# design 1

==> design_1/ff_map.png <==
Scale bar: 20 microns. Other sequential cells in the stronger grey, the rest of the logic in the fainter grey.
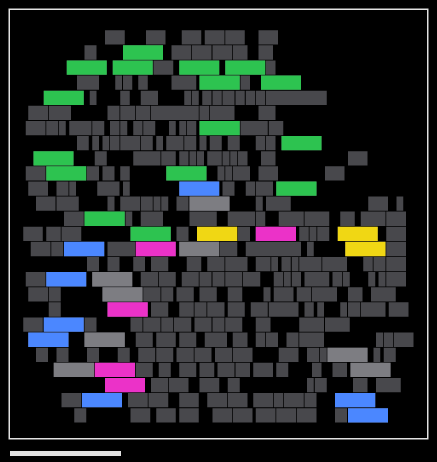
<file path="src/rtl/grf_scoreboard_if.sv">
// +-----------------------------------------------------------------------+
// | grf_scoreboard_if : pipeline <-> GRF hazard scoreboard signal bundle  |
// | Revision: 1.0                                                         |
// +-----------------------------------------------------------------------+
`default_nettype none

interface grf_scoreboard_if #(
  parameter int TNEW_W = 2,
  parameter int CNT_W  = 16
);
  logic              issue_valid;
  logic [4:0]        issue_rd;
  logic [TNEW_W-1:0] issue_tnew;
  logic [4:0]        rs_addr;
  logic [TNEW_W-1:0] rs_tuse;
  logic [4:0]        rt_addr;
  logic [TNEW_W-1:0] rt_tuse;
  logic              ext_stall;
  logic              flush;
  logic              stall;
  logic [1:0]        fwd_rs;
  logic [1:0]        fwd_rt;
  logic              wb_valid;
  logic [4:0]        wb_rd;
  logic [CNT_W-1:0]  stall_cnt;

  // Pipeline control side.
  modport master (
    output issue_valid, issue_rd, issue_tnew,
    output rs_addr, rs_tuse, rt_addr, rt_tuse,
    output ext_stall, flush,
    input  stall, fwd_rs, fwd_rt, wb_valid, wb_rd, stall_cnt
  );

  // Scoreboard side.
  modport slave (
    input  issue_valid, issue_rd, issue_tnew,
    input  rs_addr, rs_tuse, rt_addr, rt_tuse,
    input  ext_stall, flush,
    output stall, fwd_rs, fwd_rt, wb_valid, wb_rd, stall_cnt
  );
endinterface

`default_nettype wire

</file>
<file path="src/rtl/grf_scoreboard.sv">
// +-----------------------------------------------------------------------+
// | grf_scoreboard : E/M/W writer shadow, D-stall and forwarding selects  |
// | Revision: 1.0                                                         |
// +-----------------------------------------------------------------------+
`default_nettype none

module grf_scoreboard #(
  parameter int TNEW_W = 2,
  parameter int CNT_W  = 16
) (
  input  logic              clk,
  input  logic              reset,
  grf_scoreboard_if.slave   bus
);

  localparam logic [1:0] FWD_GRF = 2'd0;
  localparam logic [1:0] FWD_E   = 2'd1;
  localparam logic [1:0] FWD_M   = 2'd2;
  localparam logic [1:0] FWD_W   = 2'd3;

  typedef struct packed {
    logic              v;
    logic [4:0]        rd;
    logic [TNEW_W-1:0] tnew;
  } entry_t;

  entry_t           e_q, e_d;
  entry_t           m_q, m_d;
  entry_t           w_q, w_d;
  logic [CNT_W-1:0] stall_cnt_q, stall_cnt_d;
  logic             stall;

  // $0 is hardwired, so a writer targeting it can never be a dependency.
  function automatic logic hit(input entry_t ent, input logic [4:0] addr);
    return ent.v && (ent.rd == addr) && (addr != 5'd0);
  endfunction

  function automatic entry_t age(input entry_t ent);
    entry_t r;
    r = ent;
    if (ent.tnew != '0) begin
      r.tnew = ent.tnew - 1'b1;
    end
    return r;
  endfunction

  generate
    for (genvar i = 0; i < 2; i++) begin : g_operand
      logic [4:0]        addr;
      logic [TNEW_W-1:0] tuse;
      logic              haz;
      logic [1:0]        fwd;

      assign addr = (i == 0) ? bus.rs_addr : bus.rt_addr;
      assign tuse = (i == 0) ? bus.rs_tuse : bus.rt_tuse;

      // Any matching writer may stall; only the youngest one may forward.
      always_comb begin
        haz = (hit(e_q, addr) && (e_q.tnew > tuse)) ||
              (hit(m_q, addr) && (m_q.tnew > tuse)) ||
              (hit(w_q, addr) && (w_q.tnew > tuse));
        fwd = FWD_GRF;
        if (hit(e_q, addr)) begin
          fwd = (e_q.tnew == '0) ? FWD_E : FWD_GRF;
        end else if (hit(m_q, addr)) begin
          fwd = (m_q.tnew == '0) ? FWD_M : FWD_GRF;
        end else if (hit(w_q, addr)) begin
          fwd = (w_q.tnew == '0) ? FWD_W : FWD_GRF;
        end
      end
    end
  endgenerate

  assign stall = g_operand[0].haz | g_operand[1].haz | bus.ext_stall;

  always_comb begin
    e_d         = '0;
    e_d.v       = bus.issue_valid & ~stall & ~bus.flush;
    e_d.rd      = bus.issue_rd;
    e_d.tnew    = bus.issue_tnew;
    m_d         = age(e_q);
    w_d         = age(m_q);
    stall_cnt_d = stall_cnt_q;
    if (stall && (stall_cnt_q != '1)) begin
      stall_cnt_d = stall_cnt_q + 1'b1;
    end
  end

  always_ff @(posedge clk) begin
    if (reset) begin
      e_q         <= '0;
      m_q         <= '0;
      w_q         <= '0;
      stall_cnt_q <= '0;
    end else begin
      e_q         <= e_d;
      m_q         <= m_d;
      w_q         <= w_d;
      stall_cnt_q <= stall_cnt_d;
    end
  end

  assign bus.stall     = stall;
  assign bus.fwd_rs    = g_operand[0].fwd;
  assign bus.fwd_rt    = g_operand[1].fwd;
  assign bus.wb_valid  = w_q.v & (w_q.rd != 5'd0);
  assign bus.wb_rd     = w_q.rd;
  assign bus.stall_cnt = stall_cnt_q;

endmodule

`default_nettype wire
</file>
<file path="src/flat_wrapper.sv">
// flat-port wrapper written by rule: the top's interface ports become plain ports
module grf_scoreboard_flat 
#(
  parameter int TNEW_W = 2,
  parameter int CNT_W  = 16
)
  (clk, reset, bus_issue_valid, bus_issue_rd, bus_issue_tnew, bus_rs_addr, bus_rs_tuse, bus_rt_addr, bus_rt_tuse, bus_ext_stall, bus_flush, bus_stall, bus_fwd_rs, bus_fwd_rt, bus_wb_valid, bus_wb_rd, bus_stall_cnt);
  grf_scoreboard_if #(.TNEW_W(TNEW_W), .CNT_W(CNT_W)) bus_i ();
  input  logic clk;
  input  logic reset;
  input wire logic [$bits(bus_i.issue_valid)-1:0] bus_issue_valid;
  input wire logic [$bits(bus_i.issue_rd)-1:0] bus_issue_rd;
  input wire logic [$bits(bus_i.issue_tnew)-1:0] bus_issue_tnew;
  input wire logic [$bits(bus_i.rs_addr)-1:0] bus_rs_addr;
  input wire logic [$bits(bus_i.rs_tuse)-1:0] bus_rs_tuse;
  input wire logic [$bits(bus_i.rt_addr)-1:0] bus_rt_addr;
  input wire logic [$bits(bus_i.rt_tuse)-1:0] bus_rt_tuse;
  input wire logic [$bits(bus_i.ext_stall)-1:0] bus_ext_stall;
  input wire logic [$bits(bus_i.flush)-1:0] bus_flush;
  output wire logic [$bits(bus_i.stall)-1:0] bus_stall;
  output wire logic [$bits(bus_i.fwd_rs)-1:0] bus_fwd_rs;
  output wire logic [$bits(bus_i.fwd_rt)-1:0] bus_fwd_rt;
  output wire logic [$bits(bus_i.wb_valid)-1:0] bus_wb_valid;
  output wire logic [$bits(bus_i.wb_rd)-1:0] bus_wb_rd;
  output wire logic [$bits(bus_i.stall_cnt)-1:0] bus_stall_cnt;
  assign bus_i.issue_valid = bus_issue_valid;
  assign bus_i.issue_rd = bus_issue_rd;
  assign bus_i.issue_tnew = bus_issue_tnew;
  assign bus_i.rs_addr = bus_rs_addr;
  assign bus_i.rs_tuse = bus_rs_tuse;
  assign bus_i.rt_addr = bus_rt_addr;
  assign bus_i.rt_tuse = bus_rt_tuse;
  assign bus_i.ext_stall = bus_ext_stall;
  assign bus_i.flush = bus_flush;
  assign bus_stall = bus_i.stall;
  assign bus_fwd_rs = bus_i.fwd_rs;
  assign bus_fwd_rt = bus_i.fwd_rt;
  assign bus_wb_valid = bus_i.wb_valid;
  assign bus_wb_rd = bus_i.wb_rd;
  assign bus_stall_cnt = bus_i.stall_cnt;
  grf_scoreboard #(.TNEW_W(TNEW_W), .CNT_W(CNT_W)) u_core (.clk(clk), .reset(reset), .bus(bus_i));
endmodule
</file>
<file path="config.mk">
export PLATFORM = sky130hd
export DESIGN_NAME = grf_scoreboard_flat
export DESIGN_NICKNAME = d
export VERILOG_FILES = /design/src/rtl/grf_scoreboard_if.sv /design/src/rtl/grf_scoreboard.sv /design/src/flat_wrapper.sv
export SDC_FILE = /design/constraint.sdc
export NUM_CORES = 1
export LEC_CHECK = 0
export ABC_CLOCK_PERIOD_IN_PS = 5550
export CORE_AREA = 2 2 73 75
export CTS_CLUSTER_SIZE = 28
export DETAILED_ROUTE_END_ITERATION = 8
export DIE_AREA = 0 0 75 77
export PLACE_DENSITY = 0.83
export SKIP_LAST_GASP = 1
export SLEW_MARGIN = 15
export SYNTH_ARGS = -nofsm -noshare
export SYNTH_HDL_FRONTEND = slang
export SYNTH_SLANG_ARGS = --single-unit
</file>
<file path="constraint.sdc">
create_clock -name clk -period 5.55 [get_ports clk]
set_clock_uncertainty 0.1 [all_clocks]
set_input_delay 1.11 -clock clk [delete_from_list [all_inputs] [get_ports clk]]
set_output_delay 1.11 -clock clk [all_outputs]
set_load 0.01 [all_outputs]
</file>
==> flow_summary_export.csv <==
group,metric,value,unit
power,seqPwrFrac,0.485,
logic_synthesis,edf_count,0,
setup_path,rr_worst_depth,9,
setup_path,path_common_cell,"clkdlybuf4s50_1",
layout,num_antenna_cells,0,
setup_path,crit_family,"simple AND/OR/NAND/NOR gates",
logic_synthesis,synthTopCellsByArea,"dfxtp_1 33%, xnor2_1 8.3%, nor2b_1 7.5%",
layout,largest_class,"logic gates",
logic_synthesis,flop_cell,"dfxtp_1",
logic_synthesis,most_common_cell,"dfxtp_1",
setup_path,cp_slowest_cell,"or4_1",
logic_synthesis,ys_cells,268,
cts,cts_hold_buf,0,
power,vdd_drop_max,0.000148,V
layout,final_net_count,352,
outcome,status,"complete, no violations",
logic_synthesis,synth-async-reset-ratio,0,
power,pwr-share-clk,0.380,
power,power.total,624,uW
power,power_density,205,mW/mm^2
layout,flops,40,
worst_hold_path,hold_depth,1,
drt,avgViaCountPerCell,5.27,
placed_design,dp.cells,376,
final_timing,setup_violations,0,
Notes on design_1/ff_map.png above:
signal	colour	placed flops
`u_core.w_q`	yellow	3
`u_core.bus.wb_rd`	magenta	5
`u_core.bus.stall_cnt`	green	16
`u_core.e_q`	blue	8
P_seq: 303 uW
Flop area: 801 sq um
Final Core Density: 0.611
flop share of the area: 0.263

[flip-flops by register name, summed over array words and instances, names as in the netlist]
register              count
u_core.e_q                8
u_core.w_q                3
u_core.bus.stall_cnt     16
u_core.bus.wb_rd          5
u_core.m_q                8
[metal layers]
metal	share of wire	up-vias
li1	-	1026
met1	0.45	940
met2	0.49	51
met3	0.045	8
met4	0.011	0
met5	0	-
[worst max path at each step]
stage	start	cells past startpoint	slack, ns	endpoint
2_1_floorplan	bus_rt_addr[1]	8	1.48	bus_stall
3_3_place_gp	bus_rt_addr[1]	8	0.48	bus_stall
3_5_place_dp	bus_rt_addr[1]	8	0.44	bus_stall
4_1_cts	bus_rt_addr[1]	8	0.44	bus_stall
5_1_grt	bus_rs_addr[1]	8	0.31	bus_stall
6_report	bus_rt_addr[1]	8	0.44	bus_stall
[power by group through the flow]
stage	clock, uW	combinational (uW)	sequential, uW
2_1_floorplan	0	52.2	307
3_3_place_gp	0	81.8	309
3_5_place_dp	0	84.1	309
4_1_cts	244	84.5	302
5_1_grt	260	92.9	304
6_report	237	84.1	303

# design 2

===== src/rtl/pwm_multi_channel.sv =====
`default_nettype none
// ============================================================================
// Module      : pwm_multi_channel
// Description : Multi-channel PWM with clock prescaler, runtime period/duty
//               and shadowed updates that only take effect at period ends.
// Revision    : 1.0 - initial release
// ============================================================================
module pwm_multi_channel #(
    parameter int NUM_CH       = 4,
    parameter int DUTY_W       = 8,
    parameter int PRESCALE     = 50,
    parameter int RESET_PERIOD = 255
) (
    input  logic                     clk_50MHz,
    input  logic                     reset,
    input  logic [DUTY_W-1:0]        period,
    input  logic [NUM_CH*DUTY_W-1:0] duty,
    input  logic [NUM_CH-1:0]        ch_enable,
    input  logic                     load,
    output logic                     pending,
    output logic                     update_done,
    output logic                     tick,
    output logic                     clk_div,
    output logic                     period_end,
    output logic                     frame_clk,
    output logic [NUM_CH-1:0]        pwm_out
);

    localparam int PRE_W = (PRESCALE > 1) ? $clog2(PRESCALE) : 1;
    localparam logic [PRE_W-1:0]  c_pre_max      = PRE_W'(PRESCALE - 1);
    localparam logic [PRE_W-1:0]  c_pre_half     = PRE_W'(PRESCALE / 2);
    localparam logic [DUTY_W-1:0] c_reset_period = DUTY_W'(RESET_PERIOD);

    logic [PRE_W-1:0]         r_pre_cnt;
    logic [PRE_W-1:0]         w_pre_next;
    logic                     r_tick;
    logic                     r_clk_div;

    logic [DUTY_W-1:0]        r_cnt;
    logic [DUTY_W-1:0]        r_active_period;
    logic [DUTY_W-1:0]        r_shadow_period;
    logic [NUM_CH*DUTY_W-1:0] r_active_duty;
    logic [NUM_CH*DUTY_W-1:0] r_shadow_duty;
    logic                     r_pending;
    logic                     r_update_done;
    logic                     r_frame_clk;
    logic [NUM_CH-1:0]        r_pwm;
    logic [NUM_CH-1:0]        w_pwm_next;

    logic                     w_period_end;
    logic                     w_apply;

    // ------------------------------------------------------------------
    // Prescaler. tick/clk_div are registered from the next count so they
    // line up with pre_cnt yet still read 0 in the cycle after reset.
    // ------------------------------------------------------------------
    always_comb begin
        w_pre_next = (r_pre_cnt == c_pre_max) ? '0 : r_pre_cnt + PRE_W'(1);
    end

    always_ff @(posedge clk_50MHz) begin
        if (reset) begin
            r_pre_cnt <= '0;
            r_tick    <= 1'b0;
            r_clk_div <= 1'b0;
        end else begin
            r_pre_cnt <= w_pre_next;
            r_tick    <= (w_pre_next == c_pre_max);
            r_clk_div <= (w_pre_next < c_pre_half);
        end
    end

    // ------------------------------------------------------------------
    // Period counter, shadow handshake and frame clock
    // ------------------------------------------------------------------
    assign w_period_end = r_tick && (r_cnt == r_active_period);
    assign w_apply      = w_period_end && r_pending;

    always_ff @(posedge clk_50MHz) begin
        if (reset) begin
            r_cnt           <= '0;
            r_active_period <= c_reset_period;
            r_active_duty   <= '0;
            r_shadow_period <= '0;
            r_shadow_duty   <= '0;
            r_pending       <= 1'b0;
            r_update_done   <= 1'b0;
            r_frame_clk     <= 1'b0;
        end else begin
            if (r_tick) begin
                r_cnt <= (r_cnt == r_active_period) ? '0 : r_cnt + DUTY_W'(1);
            end

            // Apply reads the old shadow, so a coincident load lands one
            // boundary later with pending kept high.
            if (w_apply) begin
                r_active_period <= r_shadow_period;
                r_active_duty   <= r_shadow_duty;
            end

            if (load) begin
                r_shadow_period <= period;
                r_shadow_duty   <= duty;
                r_pending       <= 1'b1;
            end else if (w_apply) begin
                r_pending       <= 1'b0;
            end

            r_update_done <= w_apply;

            if (w_period_end) begin
                r_frame_clk <= ~r_frame_clk;
            end
        end
    end

    // ------------------------------------------------------------------
    // Per-channel compare; duty above period gives a constant-high output
    // because cnt never exceeds the active period.
    // ------------------------------------------------------------------
    for (genvar gi = 0; gi < NUM_CH; gi++) begin : g_ch
        logic [DUTY_W-1:0] w_duty_ch;
        assign w_duty_ch      = r_active_duty[gi*DUTY_W +: DUTY_W];
        assign w_pwm_next[gi] = ch_enable[gi] && (r_cnt < w_duty_ch);
    end

    always_ff @(posedge clk_50MHz) begin
        if (reset) begin
            r_pwm <= '0;
        end else begin
            r_pwm <= w_pwm_next;
        end
    end

    assign pending     = r_pending;
    assign update_done = r_update_done;
    assign tick        = r_tick;
    assign clk_div     = r_clk_div;
    assign period_end  = w_period_end;
    assign frame_clk   = r_frame_clk;
    assign pwm_out     = r_pwm;

endmodule
`default_nettype wire

===== config.mk =====
export PLATFORM = sky130hd
export DESIGN_NAME = pwm_multi_channel
export DESIGN_NICKNAME = d
export VERILOG_FILES = /design/src/rtl/pwm_multi_channel.sv
export SDC_FILE = /design/constraint.sdc
export NUM_CORES = 1
export LEC_CHECK = 0
export ABC_AREA = 0
export ABC_CLOCK_PERIOD_IN_PS = 2200
export CAP_MARGIN = 20
export CORE_ASPECT_RATIO = 0.6
export CORE_UTILIZATION = 48
export DETAILED_ROUTE_END_ITERATION = 10
export PLACE_DENSITY = 0.76
export SLEW_MARGIN = 10
export SYNTH_ARGS = -nofsm -noshare
export SYNTH_HDL_FRONTEND = slang
export SYNTH_SLANG_ARGS = --single-unit

===== constraint.sdc =====
create_clock -name clk_50MHz -period 2.2 [get_ports clk_50MHz]
set_clock_uncertainty 0.2 [all_clocks]
set_input_delay 0.33 -clock clk_50MHz [delete_from_list [all_inputs] [get_ports clk_50MHz]]
set_output_delay 0.33 -clock clk_50MHz [all_outputs]
set_load 0.02 [all_outputs]

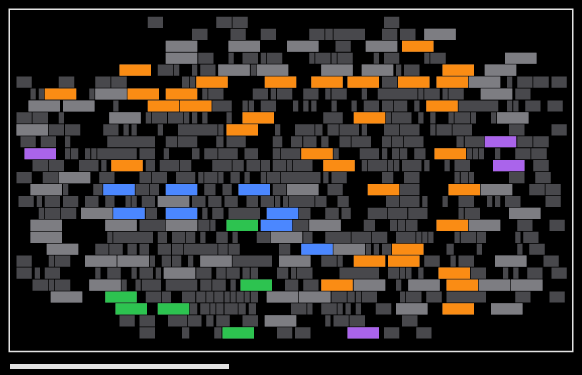
(design_2/ff_map.png)
Scale bar: 50 microns. Other sequential cells in the stronger grey, the rest of the logic in the fainter grey.
signal	colour	placed flops
`r_active_duty`	orange	32
`pwm_out`	purple	4
`r_cnt`	blue	8
`r_pre_cnt`	green	6

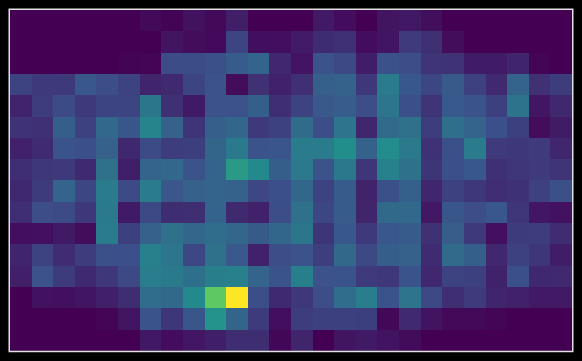
(design_2/route_heat.png)
26 x 16 tiles, from dark purple (low) to yellow (high), scaled to the fullest tile. Values are wire area over tile area, all layers added.
tiles over half the peak	1.0%
fullest tile	0.77
mean over tiles	0.14
emptiest ninth of the die	top left
via count: 3,216
drt total wl: 8950 microns
All-Layer GR Usage: 0.193
wire per inst: 13.7 microns

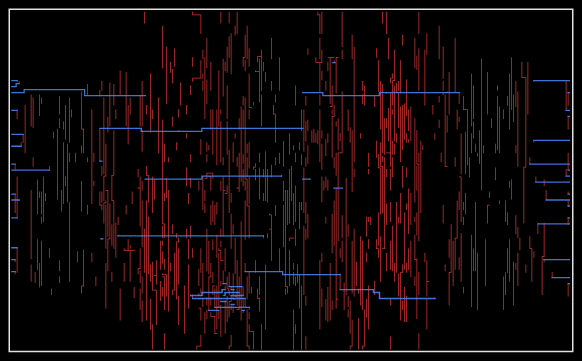
(design_2/layers.png)
Only two layers are drawn.
layer	colour	wire length
M3	blue	358 microns
M2	red	3,820 microns

==> placed cells by master (no fill, tap or decap), drive strengths merged, types with 9 or more instances in the layout <==
master | netlist | layout
xnor2 | 12 | 12
mux2i | 73 | 73
ha | 31 | 31
dfxtp | 103 | 103
a21oi | 9 | 9
nand2 | 10 | 10
nor2b | 11 | 11
buf | 9 | 18
inv | 30 | 30
clkdlybuf4s50 | 0 | 53
nor2 | 91 | 91
clkbuf | 14 | 12
==> where the power goes <==
part | switching [uW] | internal [uW] | total, uW
combinational | 101 | 137 | 238
sequential | 34.1 | 1920 | 1950
clock | 659 | 872 | 1530
==> sequential cells by signal, summed over array words and instances (netlist names) <==
name and count:
r_active_duty 32, tick 1, clk_div 1, r_shadow_duty 32, update_done 1, r_cnt 8
pwm_out 4, r_shadow_period 8, pending 1, frame_clk 1, r_pre_cnt 6, r_active_period 8
==> worst register-to-register path, cell delays in order, from the launching register on <==
cell	delay [ns]
dfxtp_1	0.37
xnor2_1	0.13
nand4_1	0.17
buf_4	0.19
nor4_4	0.28
buf_4	0.31
nor2b_1	0.08
a211o_1	0.27
==> flow_summary_export.csv <==
group,metric,value,unit
setup_path,worstPathRequired,2.24,ns
drt,dr_wl_met2,3820,microns
logic_synthesis,simple_gate_area_frac,0.139,
placed_design,io_buffers,56,
layout,nClkBuffers,11,
logic_synthesis,ys_warn_count,0,
die,core_area,0.00922,sq mm
logic_synthesis,top_cell_area_share,0.451,
layout,sh_comb_area,0.403,
drt,met1_length,4660,microns
final_timing,worst_hold_slack,0.263,ns
setup_path,startpoint,"r_cnt[5]$_SDFFE_PP0P_",
drt,top_layer,"met4",
setup_path,critPathArrivalTime,2.14,ns
outcome,status,"complete, no violations",
setup_path,path_cells,"xnor2_1 > nand4_1 > buf_4 > nor4_4 > buf_4 > nor2b_1 > a211o_1",
grt,grt_max_degree,65,
setup_path,worst-path-buf-inv,2,
layout,seq_share,0.371,
setup_path,rr_worst_depth,7,
power,vdd_drop_max,0.000392,V

# design 3

==> design_3/clock_nets.png <==
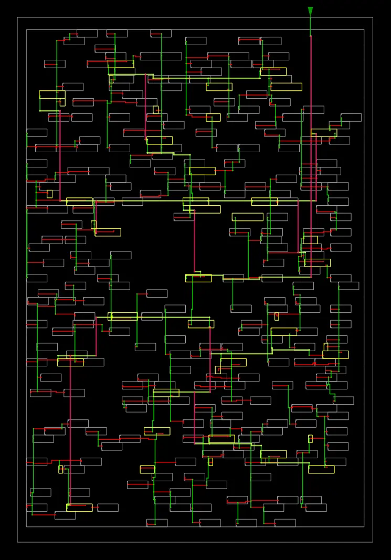
==> design_3/route_heat.png <==
25 x 37 tiles, from dark purple (low) to yellow (high), scaled to the fullest tile. Values are wire area over tile area, all layers added.
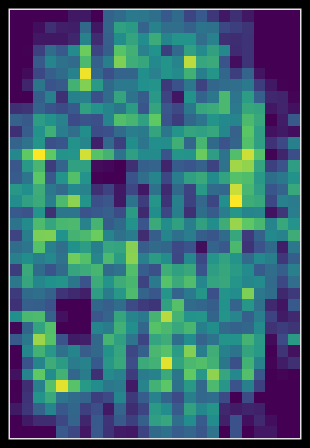
## src/rtl/pe_link_packer.sv

```systemverilog
// Packs DATA_WIDTH stream words into one registered link flit {valid, last, payload}.
// Optional `PE_LINK_PACKER_PARTIAL_FLUSH_EN: emit short packets zero-padded instead of flagging err_partial.

module pe_link_word_slot #(
  parameter int DATA_WIDTH = 32
) (
  input  logic                  clk,
  input  logic                  reset,
  input  logic                  clear,
  input  logic                  load,
  input  logic [DATA_WIDTH-1:0] d,
  output logic [DATA_WIDTH-1:0] q
);
  always_ff @(posedge clk) begin
    if (reset || clear) q <= '0;
    else if (load)      q <= d;
  end
endmodule

module pe_link_packer #(
  parameter int DATA_WIDTH     = 32,
  parameter int WORDS_PER_FLIT = 4,
  parameter int LINK_WIDTH     = 130,
  parameter int CNT_WIDTH      = 16
) (
  input  logic                  clk,
  input  logic                  reset,
  input  logic                  ap_start,
  input  logic [DATA_WIDTH-1:0] in_data,
  input  logic                  in_valid,
  input  logic                  in_last,
  output logic                  in_ready,
  output logic [LINK_WIDTH-1:0] out_to_east,
  output logic [CNT_WIDTH-1:0]  flit_count,
  output logic                  err_partial
);
  localparam int IDX_W = (WORDS_PER_FLIT > 1) ? $clog2(WORDS_PER_FLIT) : 1;
  localparam logic [0:0] IDLE = 1'b0;
  localparam logic [0:0] FILL = 1'b1;

  logic [0:0]                                 state;
  logic [IDX_W-1:0]                           idx, cur_idx;
  logic [WORDS_PER_FLIT-1:0][DATA_WIDTH-1:0]  buf_q, flit_pay;
  logic                                       accept, at_end, terminate, emit;

  assign in_ready  = ap_start;
  assign accept    = in_valid & ap_start;
  assign cur_idx   = (state == IDLE) ? '0 : idx;
  assign at_end    = (cur_idx == IDX_W'(WORDS_PER_FLIT-1));
  // Any packet-ending accept (full flit or early last) empties the buffer.
  assign terminate = accept & (at_end | in_last);

`ifdef PE_LINK_PACKER_PARTIAL_FLUSH_EN
  assign emit        = terminate;
  assign err_partial = 1'b0;
`else
  assign emit = accept & at_end;
  always_ff @(posedge clk) begin
    if (reset)                           err_partial <= 1'b0;
    else if (accept & in_last & ~at_end) err_partial <= 1'b1;
  end
`endif

  // Word being accepted bypasses its slot so the flit leaves on the same edge.
  // Slots past the current index are already zero, which gives the partial-flush padding.
  for (genvar k = 0; k < WORDS_PER_FLIT; k++) begin : g_slot
    pe_link_word_slot #(.DATA_WIDTH(DATA_WIDTH)) u_slot (
      .clk   (clk),
      .reset (reset),
      .clear (terminate),
      .load  (accept & ~terminate & (cur_idx == IDX_W'(k))),
      .d     (in_data),
      .q     (buf_q[k])
    );
    assign flit_pay[k] = (cur_idx == IDX_W'(k)) ? in_data : buf_q[k];
  end

  always_ff @(posedge clk) begin
    if (reset) begin
      out_to_east <= '0;
      flit_count  <= '0;
      state       <= IDLE;
      idx         <= '0;
    end else begin
      out_to_east <= emit ? {1'b1, in_last, flit_pay} : '0;
      if (emit) flit_count <= flit_count + 1'b1;
      if (terminate) begin
        state <= IDLE;
        idx   <= '0;
      end else if (accept) begin
        state <= FILL;
        idx   <= cur_idx + 1'b1;
      end
    end
  end
endmodule

```

## config.mk

```make
export PLATFORM = sky130hd
export DESIGN_NAME = pe_link_packer
export DESIGN_NICKNAME = d
export VERILOG_FILES = /design/src/rtl/pe_link_packer.sv
export SDC_FILE = /design/constraint.sdc
export NUM_CORES = 1
export LEC_CHECK = 0
export CORE_ASPECT_RATIO = 1.5
export CORE_MARGIN = 3
export CORE_UTILIZATION = 40
export DETAILED_ROUTE_END_ITERATION = 12
export GPL_ROUTABILITY_DRIVEN = 0
export GPL_TIMING_DRIVEN = 0
export PLACE_DENSITY = 0.65
export SETUP_SLACK_MARGIN = 0.02
export SYNTH_ARGS = -nofsm -noshare
export SYNTH_HDL_FRONTEND = slang
export SYNTH_HIERARCHICAL = 1
export SYNTH_SLANG_ARGS = --single-unit
```

## constraint.sdc

```tcl
create_clock -name clk -period 5.1 [get_ports clk]
set_clock_uncertainty 0.15 [all_clocks]
set_input_delay 1.02 -clock clk [delete_from_list [all_inputs] [get_ports clk]]
set_output_delay 1.02 -clock clk [all_outputs]
set_load 0.05 [all_outputs]
```

==> flow_summary_export.csv <==
group,metric,value,unit
die,ios,185,
grt,busiest_layer,"met2",
logic_synthesis,yosys.area.top_type,"dfxtp_1",
final_timing,worst_hold_slack,0.324,ns
power,p_switching,805,uW
placed_design,dp.cells,1264,
setup_path,startpoint,"ap_start",
logic_synthesis,edf_count,0,
layout,largest_class,"flip-flops and latches",
logic_synthesis,ys_chip_area,0.00870,sq mm
worst_hold_path,min_from,"err_partial$_SDFFE_PP0P_",
die,nWellTaps,268,
drt,dr_wl_met3,1020,microns
final_timing,rsz0062_at_grt,"no",
final_timing,finalWorstSetupSlack,1.40,ns
logic_synthesis,top_cell_area_share,0.566,
logic_synthesis,synth-async-reset-ratio,0,
drt,met1_length,8680,microns
outcome,status,"complete, no violations",
cts,cts_setup_buffers,0,
power,power_density,333,mW/mm^2
setup_path,cp_slowest_cell,"clkdlybuf4s50_1",
logic_synthesis,synthTopCellsByArea,"dfxtp_1 57%, mux2i_1 22%, nor2_1 9.2%",
setup_path,critPathArrivalTime,2.53,ns
power,pwr-share-clk,0.468,
cts,tritoncts,"built",
Notes on design_3/clock_nets.png above:
# clk buffers: 35
FFs & Latches: 246
TritonCTS buffer count: 25
Clk power: 1820 uW

Notes on design_3/route_heat.png above:
tiles over half the peak	29%
nearly empty tiles	9.7%
fullest tile	0.38
mean over tiles	0.14
wire per inst: 16.1 microns
drt total wl: 21,000 microns
via count: 6,056
All-Layer GR Usage: 0.178

-- cell usage in the layout (no fill, tap or decap), types with 7 or more instances in the layout --
master	n
a21oi_1	7
and2_1	37
buf_1	11
buf_4	15
buf_6	9
clkbuf_1	22
clkbuf_16	25
clkdlybuf4s50_1	184
dfxtp_1	246
mux2i_1	192
nand2_1	7
nor2_1	212
xnor2_1	7
-- power by group through the flow --
| stage | clock network, uW | registers, uW | logic [uW] |
|---|---|---|---|
| final | 1820 | 1930 | 136 |
| after global routing | 1960 | 1930 | 150 |
| after CTS | 1870 | 1930 | 138 |
| after detailed placement | 0 | 1980 | 138 |
| after global placement | 0 | 1980 | 137 |
| after floorplan | 0 | 1980 | 64.0 |
-- cells by family (layout without fill, tap and decap cells) --
logic type,after synthesis,after routing,share of synthesized area
buf+inv,58,285,0.0399
flops,246,246,0.566
fa+ha+maj,5,5,0.00719
xor+xnor,10,10,0.0101
simple gates,288,288,0.146
mux,193,193,0.222
compound gates,12,12,0.00806
-- state kept, by name (all words and copies together), names as in the netlist --
name,count
g_slot.u_slot/q,96
err_partial,1
state,1
out_to_east,130
idx,2
flit_count,16

# design 4

==> design_4/clock_nets.png <==
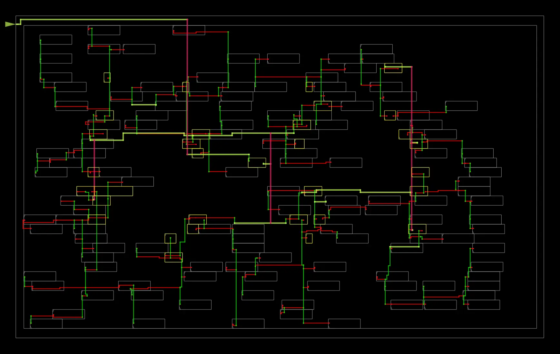
==> design_4/route_heat.png <==
30 x 19 tiles, from dark purple (low) to yellow (high), scaled to the fullest tile. Values are wire area over tile area, all layers added.
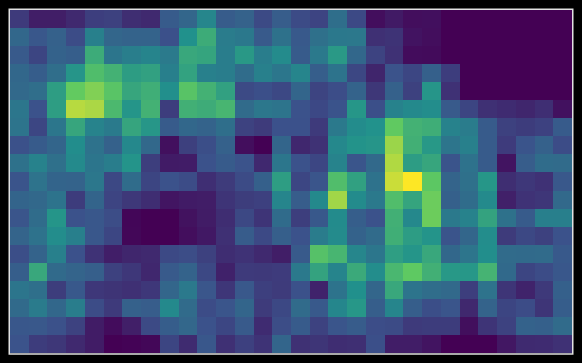
==> design_4/util_map.png <==
Scale bar: 50 microns. 15 x 9 tiles, from dark purple (low) to yellow (high), 0 to 100% covered.
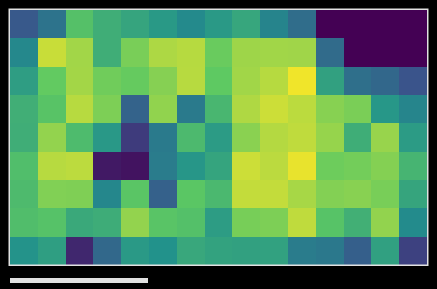
## src/rtl/dmem_pkg.sv

```systemverilog
// dmem_pkg: funct3 encodings, LSU state enum and the store strobe helper
// shared by the data-memory load/store unit.
package dmem_pkg;

   localparam logic [2:0] F3_B  = 3'b000;
   localparam logic [2:0] F3_H  = 3'b001;
   localparam logic [2:0] F3_W  = 3'b010;
   localparam logic [2:0] F3_BU = 3'b100;
   localparam logic [2:0] F3_HU = 3'b101;

   typedef enum logic [1:0] {
      IDLE,
      ISSUE,
      WAIT,
      RESP
   } lsu_state_e;

   function automatic logic [3:0] st_strb(
      input logic [2:0] f3,
      input logic [1:0] off
   );
      logic [3:0] s;
      case (f3)
         F3_B, F3_BU: s = 4'b0001 << off;
         F3_H, F3_HU: s = 4'b0011 << {off[1], 1'b0};
         default:     s = 4'b1111;
      endcase
      return s;
   endfunction

endpackage

```

## src/rtl/dmem_lsu_align.sv

```systemverilog
// dmem_lsu_align: store lane/strobe generation and load byte/half
// extraction with sign or zero extension.
module dmem_lsu_align
   import dmem_pkg::*;
(
   input  logic        st_en_i,
   input  logic [2:0]  st_f3_i,
   input  logic [1:0]  st_off_i,
   input  logic [31:0] st_data_i,
   output logic [3:0]  st_strb_o,
   output logic [31:0] st_data_o,
   input  logic [2:0]  ld_f3_i,
   input  logic [1:0]  ld_off_i,
   input  logic [31:0] ld_data_i,
   output logic [31:0] ld_data_o
);

   logic [7:0]  b8;
   logic [15:0] h16;

   assign b8  = ld_data_i[{ld_off_i, 3'b000} +: 8];
   assign h16 = ld_data_i[{ld_off_i[1], 4'b0000} +: 16];

   assign st_strb_o = st_en_i ? st_strb(st_f3_i, st_off_i) : 4'b0000;

   // Replicating into every lane lets the strobes alone pick the bytes.
   always_comb begin
      st_data_o = '0;
      if (st_en_i) begin
         case (st_f3_i)
            F3_B, F3_BU: st_data_o = {4{st_data_i[7:0]}};
            F3_H, F3_HU: st_data_o = {2{st_data_i[15:0]}};
            default:     st_data_o = st_data_i;
         endcase
      end
   end

   always_comb begin
      ld_data_o = ld_data_i;
      case (ld_f3_i)
         F3_B:    ld_data_o = {{24{b8[7]}}, b8};
         F3_BU:   ld_data_o = {24'h0, b8};
         F3_H:    ld_data_o = {{16{h16[15]}}, h16};
         F3_HU:   ld_data_o = {16'h0, h16};
         default: ld_data_o = ld_data_i;
      endcase
   end

endmodule

```

## src/rtl/dmem_lsu.sv

```systemverilog
// dmem_lsu: single-outstanding load/store unit in front of the data bus.
// Alignment checking is compiled in with DMEM_LSU_ALIGN_CHECK_EN.
module dmem_lsu
   import dmem_pkg::*;
#(
   parameter int TIMEOUT = 1024
) (
   input  logic        clk_i,
   input  logic        rst_ni,
   input  logic        req_valid_i,
   output logic        req_ready_o,
   input  logic        req_load_i,
   input  logic        req_store_i,
   input  logic        req_lr_i,
   input  logic        req_sc_i,
   input  logic [2:0]  req_funct3_i,
   input  logic [31:0] req_addr_i,
   input  logic [31:0] req_wdata_i,
   output logic        rsp_valid_o,
   output logic [31:0] rsp_data_o,
   output logic        rsp_err_o,
   output logic        bus_re_o,
   output logic        bus_we_o,
   output logic        bus_lr_o,
   output logic        bus_sc_o,
   output logic [31:0] bus_addr_o,
   output logic [31:0] bus_wdata_o,
   output logic [3:0]  bus_wstrb_o,
   input  logic [31:0] bus_rdata_i,
   input  logic        bus_stall_i
);

   localparam int CW = (TIMEOUT > 0) ? $clog2(TIMEOUT + 1) : 1;
   localparam logic [CW-1:0] CNT_LAST =
      CW'((TIMEOUT > 0) ? TIMEOUT - 1 : 0);

   lsu_state_e  state_q, state_d;
   logic        ld_q, ld_d;
   logic        sc_q, sc_d;
   logic [2:0]  f3_q, f3_d;
   logic [1:0]  off_q, off_d;
   logic        seen_q, seen_d;
   logic [CW-1:0] cnt_q, cnt_d;
   logic        re_q, re_d, we_q, we_d;
   logic        lr_q, lr_d, bsc_q, bsc_d;
   logic [31:0] baddr_q, baddr_d;
   logic [31:0] bwdata_q, bwdata_d;
   logic [3:0]  bstrb_q, bstrb_d;
   logic [31:0] rdata_q, rdata_d;
   logic        err_q, err_d;

   logic [2:0]  f3_in;
   logic        misal, bad, accept;
   logic [3:0]  strb_w;
   logic [31:0] wdata_w, ldata_w;

   assign req_ready_o = (state_q == IDLE) && !bus_stall_i;
   assign accept = req_valid_i && req_ready_o;
   assign f3_in = (req_lr_i || req_sc_i) ? F3_W : req_funct3_i;

`ifdef DMEM_LSU_ALIGN_CHECK_EN
   assign misal =
      ((f3_in == F3_H || f3_in == F3_HU) && req_addr_i[0]) ||
      (f3_in == F3_W && req_addr_i[1:0] != 2'b00);
`else
   assign misal = 1'b0;
`endif

   // Address 0 means "no request" on the bus, so it can never be issued.
   assign bad = (req_addr_i == 32'h0) || misal;

   dmem_lsu_align u_align (
      .st_en_i   (req_store_i),
      .st_f3_i   (f3_in),
      .st_off_i  (req_addr_i[1:0]),
      .st_data_i (req_wdata_i),
      .st_strb_o (strb_w),
      .st_data_o (wdata_w),
      .ld_f3_i   (f3_q),
      .ld_off_i  (off_q),
      .ld_data_i (bus_rdata_i),
      .ld_data_o (ldata_w)
   );

   always_comb begin
      state_d  = state_q;
      ld_d     = ld_q;
      sc_d     = sc_q;
      f3_d     = f3_q;
      off_d    = off_q;
      seen_d   = seen_q;
      cnt_d    = cnt_q;
      re_d     = 1'b0;
      we_d     = 1'b0;
      lr_d     = 1'b0;
      bsc_d    = 1'b0;
      baddr_d  = '0;
      bwdata_d = '0;
      bstrb_d  = '0;
      rdata_d  = '0;
      err_d    = 1'b0;
      unique case (state_q)
         IDLE: begin
            if (accept) begin
               ld_d  = req_load_i;
               sc_d  = req_sc_i;
               f3_d  = f3_in;
               off_d = req_addr_i[1:0];
               if (bad) begin
                  state_d = RESP;
                  err_d   = 1'b1;
               end else begin
                  state_d  = ISSUE;
                  re_d     = req_load_i;
                  we_d     = req_store_i;
                  lr_d     = req_lr_i;
                  bsc_d    = req_sc_i;
                  baddr_d  = {req_addr_i[31:2], 2'b00};
                  bwdata_d = wdata_w;
                  bstrb_d  = strb_w;
               end
            end
         end
         ISSUE: begin
            state_d = WAIT;
            seen_d  = 1'b0;
            cnt_d   = '0;
         end
         WAIT: begin
            seen_d = seen_q || bus_stall_i;
            // The bus stall is registered; wait for it to rise then fall.
            if (seen_q && !bus_stall_i) begin
               state_d = RESP;
               if (sc_q)
                  rdata_d = {31'h0, bus_rdata_i[0]};
               else if (ld_q)
                  rdata_d = ldata_w;
            end else if (TIMEOUT != 0 && cnt_q == CNT_LAST) begin
               state_d = RESP;
               err_d   = 1'b1;
            end else if (cnt_q != '1) begin
               cnt_d = cnt_q + 1'b1;
            end
         end
         RESP: state_d = IDLE;
         default: state_d = IDLE;
      endcase
   end

   always_ff @(posedge clk_i or negedge rst_ni) begin
      if (!rst_ni) begin
         state_q  <= IDLE;
         ld_q     <= 1'b0;
         sc_q     <= 1'b0;
         f3_q     <= '0;
         off_q    <= '0;
         seen_q   <= 1'b0;
         cnt_q    <= '0;
         re_q     <= 1'b0;
         we_q     <= 1'b0;
         lr_q     <= 1'b0;
         bsc_q    <= 1'b0;
         baddr_q  <= '0;
         bwdata_q <= '0;
         bstrb_q  <= '0;
         rdata_q  <= '0;
         err_q    <= 1'b0;
      end else begin
         state_q  <= state_d;
         ld_q     <= ld_d;
         sc_q     <= sc_d;
         f3_q     <= f3_d;
         off_q    <= off_d;
         seen_q   <= seen_d;
         cnt_q    <= cnt_d;
         re_q     <= re_d;
         we_q     <= we_d;
         lr_q     <= lr_d;
         bsc_q    <= bsc_d;
         baddr_q  <= baddr_d;
         bwdata_q <= bwdata_d;
         bstrb_q  <= bstrb_d;
         rdata_q  <= rdata_d;
         err_q    <= err_d;
      end
   end

   assign rsp_valid_o = (state_q == RESP);
   assign rsp_data_o  = rdata_q;
   assign rsp_err_o   = err_q;
   assign bus_re_o    = re_q;
   assign bus_we_o    = we_q;
   assign bus_lr_o    = lr_q;
   assign bus_sc_o    = bsc_q;
   assign bus_addr_o  = baddr_q;
   assign bus_wdata_o = bwdata_q;
   assign bus_wstrb_o = bstrb_q;

endmodule

```

## config.mk

```make
export PLATFORM = sky130hd
export DESIGN_NAME = dmem_lsu
export DESIGN_NICKNAME = d
export VERILOG_FILES = /design/src/rtl/dmem_pkg.sv /design/src/rtl/dmem_lsu_align.sv /design/src/rtl/dmem_lsu.sv
export SDC_FILE = /design/constraint.sdc
export NUM_CORES = 1
export LEC_CHECK = 0
export CAP_MARGIN = 5
export CORE_ASPECT_RATIO = 0.6
export CORE_MARGIN = 2
export CORE_UTILIZATION = 40
export CTS_BUF_LIST = sky130_fd_sc_hd__clkbuf_2 sky130_fd_sc_hd__clkbuf_4 sky130_fd_sc_hd__clkbuf_8
export DETAILED_ROUTE_END_ITERATION = 16
export GPL_TIMING_DRIVEN = 0
export MAX_ROUTING_LAYER = met4
export PLACE_DENSITY = 0.78
export SETUP_SLACK_MARGIN = 0.1
export SLEW_MARGIN = 20
export SYNTH_ARGS = -nofsm -noshare
export SYNTH_HDL_FRONTEND = slang
export SYNTH_SLANG_ARGS = --single-unit
```

## constraint.sdc

```tcl
create_clock -name clk_i -period 1.9 [get_ports clk_i]
set_input_delay 0.57 -clock clk_i [delete_from_list [all_inputs] [get_ports clk_i]]
set_output_delay 0.57 -clock clk_i [all_outputs]
set_load 0.05 [all_outputs]
```

==> flow_summary_export.csv <==
group,metric,value,unit
grt,grt_use_total,0.257,
setup_path,endpoint_kind,"output pin",
cts,cts_setup_buffers,18,
final_timing,timing.setup.tns,-0.608,ns
layout,final_net_count,871,
logic_synthesis,xor_share,0.00168,
cts,cts_buffers,17,
final_timing,setup_violations,21,
power,vdd_drop_max,0.000595,V
setup_path,cpPeakStageDelay,0.42,ns
die,die_y,92.5,microns
setup_path,crit_family,"flip-flops",
layout,mostFrequentLayoutCell,"dfrtp_1",
layout,nNonClkBuffers,272,
drt,postRouteAntennaNets,0,
placed_design,dp.cells,876,
final_timing,worst_hold_slack,0.0775,ns
die,nWellTaps,170,
setup_path,worst-path-buf-inv,3,
outcome,violations,"setup timing",
placed_design,pre_cts_ws,-0.870,ns
outcome,status,"finished with violations",
logic_synthesis,synth_area,0.00523,sq mm
placed_design,post_dp_cell_area,0.00759,sq mm
final_timing,finalWorstSetupSlack,-0.0804,ns
cts,cts_sinks,124,
final_timing,hold_viol_final,0,
layout,area.growth.synth_to_final,70.5,%
placed_design,io_buffers,211,
## Picture notes: design_4/clock_nets.png
Clk power: 2210 uW
FFs & Latches: 124
Clock Skews: 0.0137 ns
# clk buffers: 19

## Picture notes: design_4/route_heat.png
tiles over half the peak	15%
mean over tiles	0.21
nearly empty tiles	8.1%
fullest tile	0.70
emptiest ninth of the die	top right

## Picture notes: design_4/util_map.png
emptiest ninth of the die	top right
mean over tiles	62%
nearly empty tiles	5.2%
Core Density at Floorplan: 0.408
CORE AREA: 0.0128 sq mm
Final Core Density: 0.695

==> routing by layer <==
metal  global-route usage  wire length [microns]  up-vias
li1                     -                      -     2239
met1                0.341                   7410     2451
met2                0.386                   8300      281
met3               0.0798                   1720       25
met4               0.0694                    280        0
met5                    -                      0        -
==> final timing paths <==
kind / startpoint / endpoint / slack, ns / depth (start not counted)
worst min register to register: cnt_q[10]$_DFFE_PN0P_ / rsp_err_o$_DFF_PN0_ / 0.51 / 1
worst max register to register: state_q[1]$_DFFE_PN0P_ / bus_wdata_o[22]$_DFF_PN0_ / -0.06 / 9
min in group clk_i: cnt_q[10]$_DFFE_PN0P_ / rsp_err_o$_DFF_PN0_ / 0.51 / 1
worst min-delay path: rst_ni / bus_wdata_o[20]$_DFF_PN0_ / 0.08 / 1
max in group asynchronous: rst_ni / bus_addr_o[6]$_DFF_PN0_ / 1.09 / 2
worst max-delay path: state_q[1]$_DFFE_PN0P_ / req_ready_o / -0.08 / 5
==> cell usage after synthesis (all sizes together) (8+ instances only) <==
cell type and number:
nor4 9, nor3 9, a211oi 10, a21oi 47, nand2 58, buf 8, mux2i 9, inv 36
clkbuf 18, a221oi 8, dfrtp 124, nor2 26, o21ai 25, and3 10, and2 32

# design 5

==> design_5/layers.png <==
Only two layers are drawn.
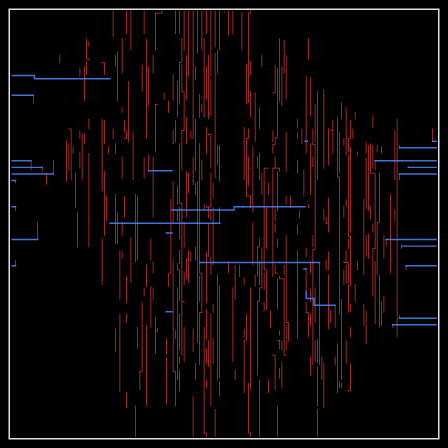
[config.mk]
export PLATFORM = sky130hd
export DESIGN_NAME = barrel_shift_ctrl
export DESIGN_NICKNAME = d
export VERILOG_FILES = /design/src/rtl/barrel_shift_ctrl.sv
export SDC_FILE = /design/constraint.sdc
export NUM_CORES = 1
export LEC_CHECK = 0
export CORE_MARGIN = 4
export CORE_UTILIZATION = 45
export CTS_BUF_LIST = sky130_fd_sc_hd__clkbuf_8
export CTS_CLUSTER_DIAMETER = 150
export DETAILED_ROUTE_END_ITERATION = 6
export PLACE_DENSITY_LB_ADDON = 0.3
export SYNTH_ARGS = -nofsm -noshare
export SYNTH_HDL_FRONTEND = slang
export SYNTH_SLANG_ARGS = --single-unit
export TNS_END_PERCENT = 20
[constraint.sdc]
create_clock -name i_clk -period 2.25 [get_ports i_clk]
set_input_delay 0.5625 -clock i_clk [delete_from_list [all_inputs] [get_ports i_clk]]
set_output_delay 0.5625 -clock i_clk [all_outputs]
set_load 0.005 [all_outputs]
[src/rtl/barrel_shift_ctrl.sv]
// Command queue and result register wrapped around an external 8-bit rotator.
// Optional BSC_DIR_EN adds i_dir; left rotates become right rotates by (8-k) mod 8.
module barrel_shift_ctrl #(
    parameter int DEPTH = 4
) (
    input  logic                       i_clk,
    input  logic                       i_rst,
    input  logic                       i_valid,
    output logic                       o_ready,
    input  logic [7:0]                 i_data,
    input  logic [2:0]                 i_k,
`ifdef BSC_DIR_EN
    input  logic                       i_dir,
`endif
    output logic [7:0]                 o_sh_A,
    output logic [2:0]                 o_sh_k,
    input  logic [7:0]                 i_sh_Y,
    output logic                       o_valid,
    input  logic                       i_ready,
    output logic [7:0]                 o_data,
    output logic [$clog2(DEPTH):0]     o_level
);

    localparam int AW = $clog2(DEPTH);
    localparam int LW = AW + 1;

    typedef enum logic {
        OUT_EMPTY = 1'b0,
        OUT_FULL  = 1'b1
    } out_state_e;

    typedef struct packed {
        logic [7:0] data;
        logic [2:0] k;
    } entry_t;

    entry_t        mem_q [DEPTH];
    entry_t        mem_d [DEPTH];
    logic [AW-1:0] wr_ptr_q, wr_ptr_d;
    logic [AW-1:0] rd_ptr_q, rd_ptr_d;
    logic [LW-1:0] count_q, count_d;
    out_state_e    out_state_q, out_state_d;
    logic [7:0]    o_data_q, o_data_d;

    logic          push;
    logic          load;
    logic          has_head;
    logic [2:0]    k_eff;
    entry_t        head;

    // Both handshakes: a transfer happens on a rising edge where valid & ready are
    // both high; o_ready depends on registered count only, never on a same-cycle pop.
    assign o_ready  = (count_q != LW'(DEPTH));
    assign has_head = (count_q != '0);
    assign head     = mem_q[rd_ptr_q];
    assign o_sh_A   = has_head ? head.data : 8'h00;
    assign o_sh_k   = has_head ? head.k    : 3'd0;
    assign o_valid  = (out_state_q == OUT_FULL);
    assign o_data   = o_data_q;
    assign o_level  = count_q;

    always_comb begin
        k_eff = i_k;
`ifdef BSC_DIR_EN
        if (i_dir) k_eff = 3'd0 - i_k;
`endif
        push = i_valid & o_ready;
        load = has_head & ((out_state_q == OUT_EMPTY) | i_ready);

        mem_d    = mem_q;
        wr_ptr_d = wr_ptr_q;
        rd_ptr_d = rd_ptr_q;
        count_d  = count_q;
        if (push) begin
            mem_d[wr_ptr_q] = '{data: i_data, k: k_eff};
            wr_ptr_d        = wr_ptr_q + AW'(1);
        end
        if (load) rd_ptr_d = rd_ptr_q + AW'(1);
        case ({push, load})
            2'b10:   count_d = count_q + LW'(1);
            2'b01:   count_d = count_q - LW'(1);
            default: count_d = count_q;
        endcase

        out_state_d = out_state_q;
        o_data_d    = o_data_q;
        if (load) begin
            out_state_d = OUT_FULL;
            o_data_d    = i_sh_Y;
        end else if ((out_state_q == OUT_FULL) && i_ready) begin
            out_state_d = OUT_EMPTY;
        end
    end

    always_ff @(posedge i_clk or posedge i_rst) begin
        if (i_rst) begin
            for (int i = 0; i < DEPTH; i++) mem_q[i] <= '0;
            wr_ptr_q    <= '0;
            rd_ptr_q    <= '0;
            count_q     <= '0;
            out_state_q <= OUT_EMPTY;
            o_data_q    <= 8'h00;
        end else begin
            mem_q       <= mem_d;
            wr_ptr_q    <= wr_ptr_d;
            rd_ptr_q    <= rd_ptr_d;
            count_q     <= count_d;
            out_state_q <= out_state_d;
            o_data_q    <= o_data_d;
        end
    end

endmodule

==> flow_summary_export.csv <==
group,metric,value,unit
outcome,status,"finished with violations",
outcome,violations,"setup timing",
logic_synthesis,topCombFamilyByArea,"multiplexers",
cts,cts_buffer_depth,2,
logic_synthesis,simple_gate_area_frac,0.0546,
cts,ctsResizeCount,43,
final_timing,rsz0062_at_grt,"yes",
logic_synthesis,ys_warn_count,0,
final_timing,finalWorstSetupSlack,-0.0216,ns
logic_synthesis,synthCells,175,
layout,layout-drive-gt1-share,0.481,
final_timing,layout_min_cycle_time,2.27,ns
die,fp_util,0.462,
final_timing,setup_violations,5,
layout,fin_util,0.590,
layout,inverters,6,
setup_path,cpPeakStageDelay,0.49,ns
Notes on design_5/layers.png above:
layer	colour	wire length
M2	red	2,600 microns
M3	blue	218 microns
drt total wl: 5490 microns
via count: 1,590
All-Layer GR Usage: 0.156
wire per inst: 17.1 microns

## cell usage after synthesis
| cell | number |
|---|---|
| or3b_1 | 1 |
| and3b_1 | 1 |
| fa_1 | 1 |
| dfrtp_1 | 60 |
| inv_1 | 6 |
| clkbuf_1 | 1 |
| nor3_1 | 1 |
| xor2_1 | 4 |
| nand2_1 | 2 |
| mux4_2 | 11 |
| ha_1 | 5 |
| mux2_4 | 40 |
| nand2b_1 | 1 |
| mux2_2 | 13 |
| mux2i_1 | 1 |
| buf_2 | 2 |
| and3_4 | 4 |
| buf_1 | 1 |
| buf_6 | 1 |
| nor2b_1 | 12 |
| buf_12 | 4 |
| nor2_1 | 1 |
| xnor2_1 | 2 |
## critical path, delay by kind of cell, from the launching register on
family / cells / cell delay (ns)
buffers and inverters: 3 / 0.34
DFF: 1 / 0.41
muxes: 1 / 0.49
and+or+nand+nor: 1 / 0.14
## power groups by stage
stage	clock (uW)	sequential (uW)	combinational, uW
after global routing	1130	2030	2990
final	1050	1960	2750
after detailed placement	0	1960	2760
after CTS	1080	1970	2820
after floorplan	0	1880	1870
after global placement	0	1950	2730


## Gallery

Clock nets.
panel A
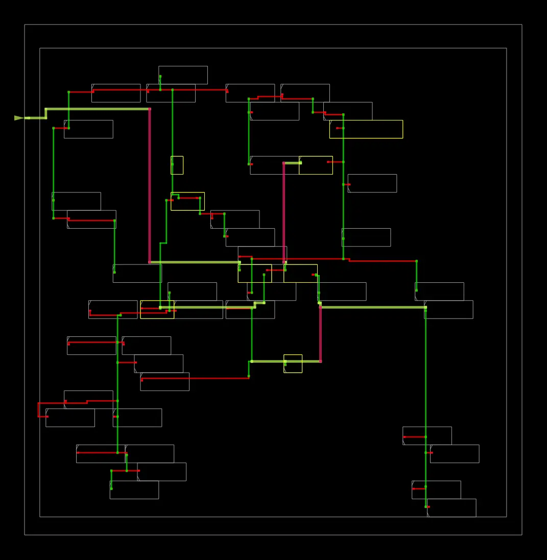
panel B
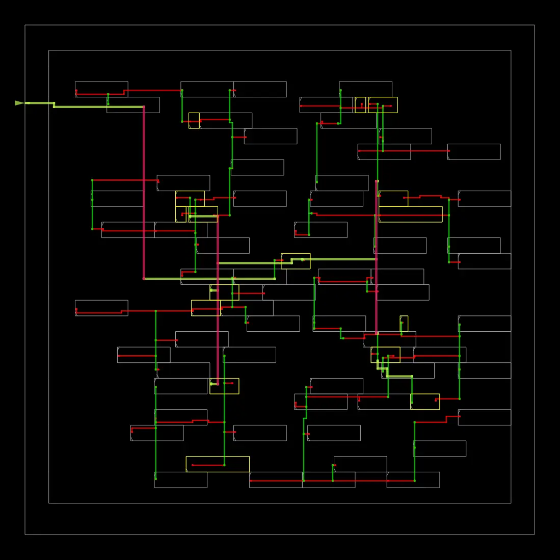
panel C
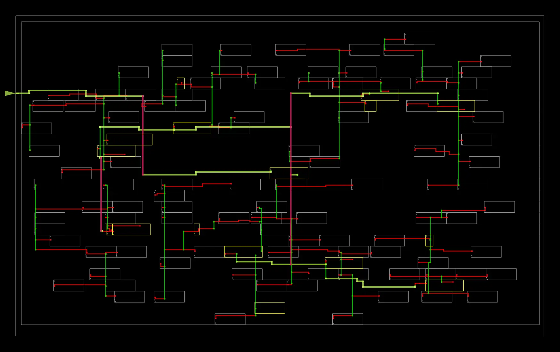
panel B: design 5
panel C: design 2
panel A: design 1
- most sequential cells: panel C
- fewest clock buffers: panel A

Power is estimated from default activity; no workload was simulated.
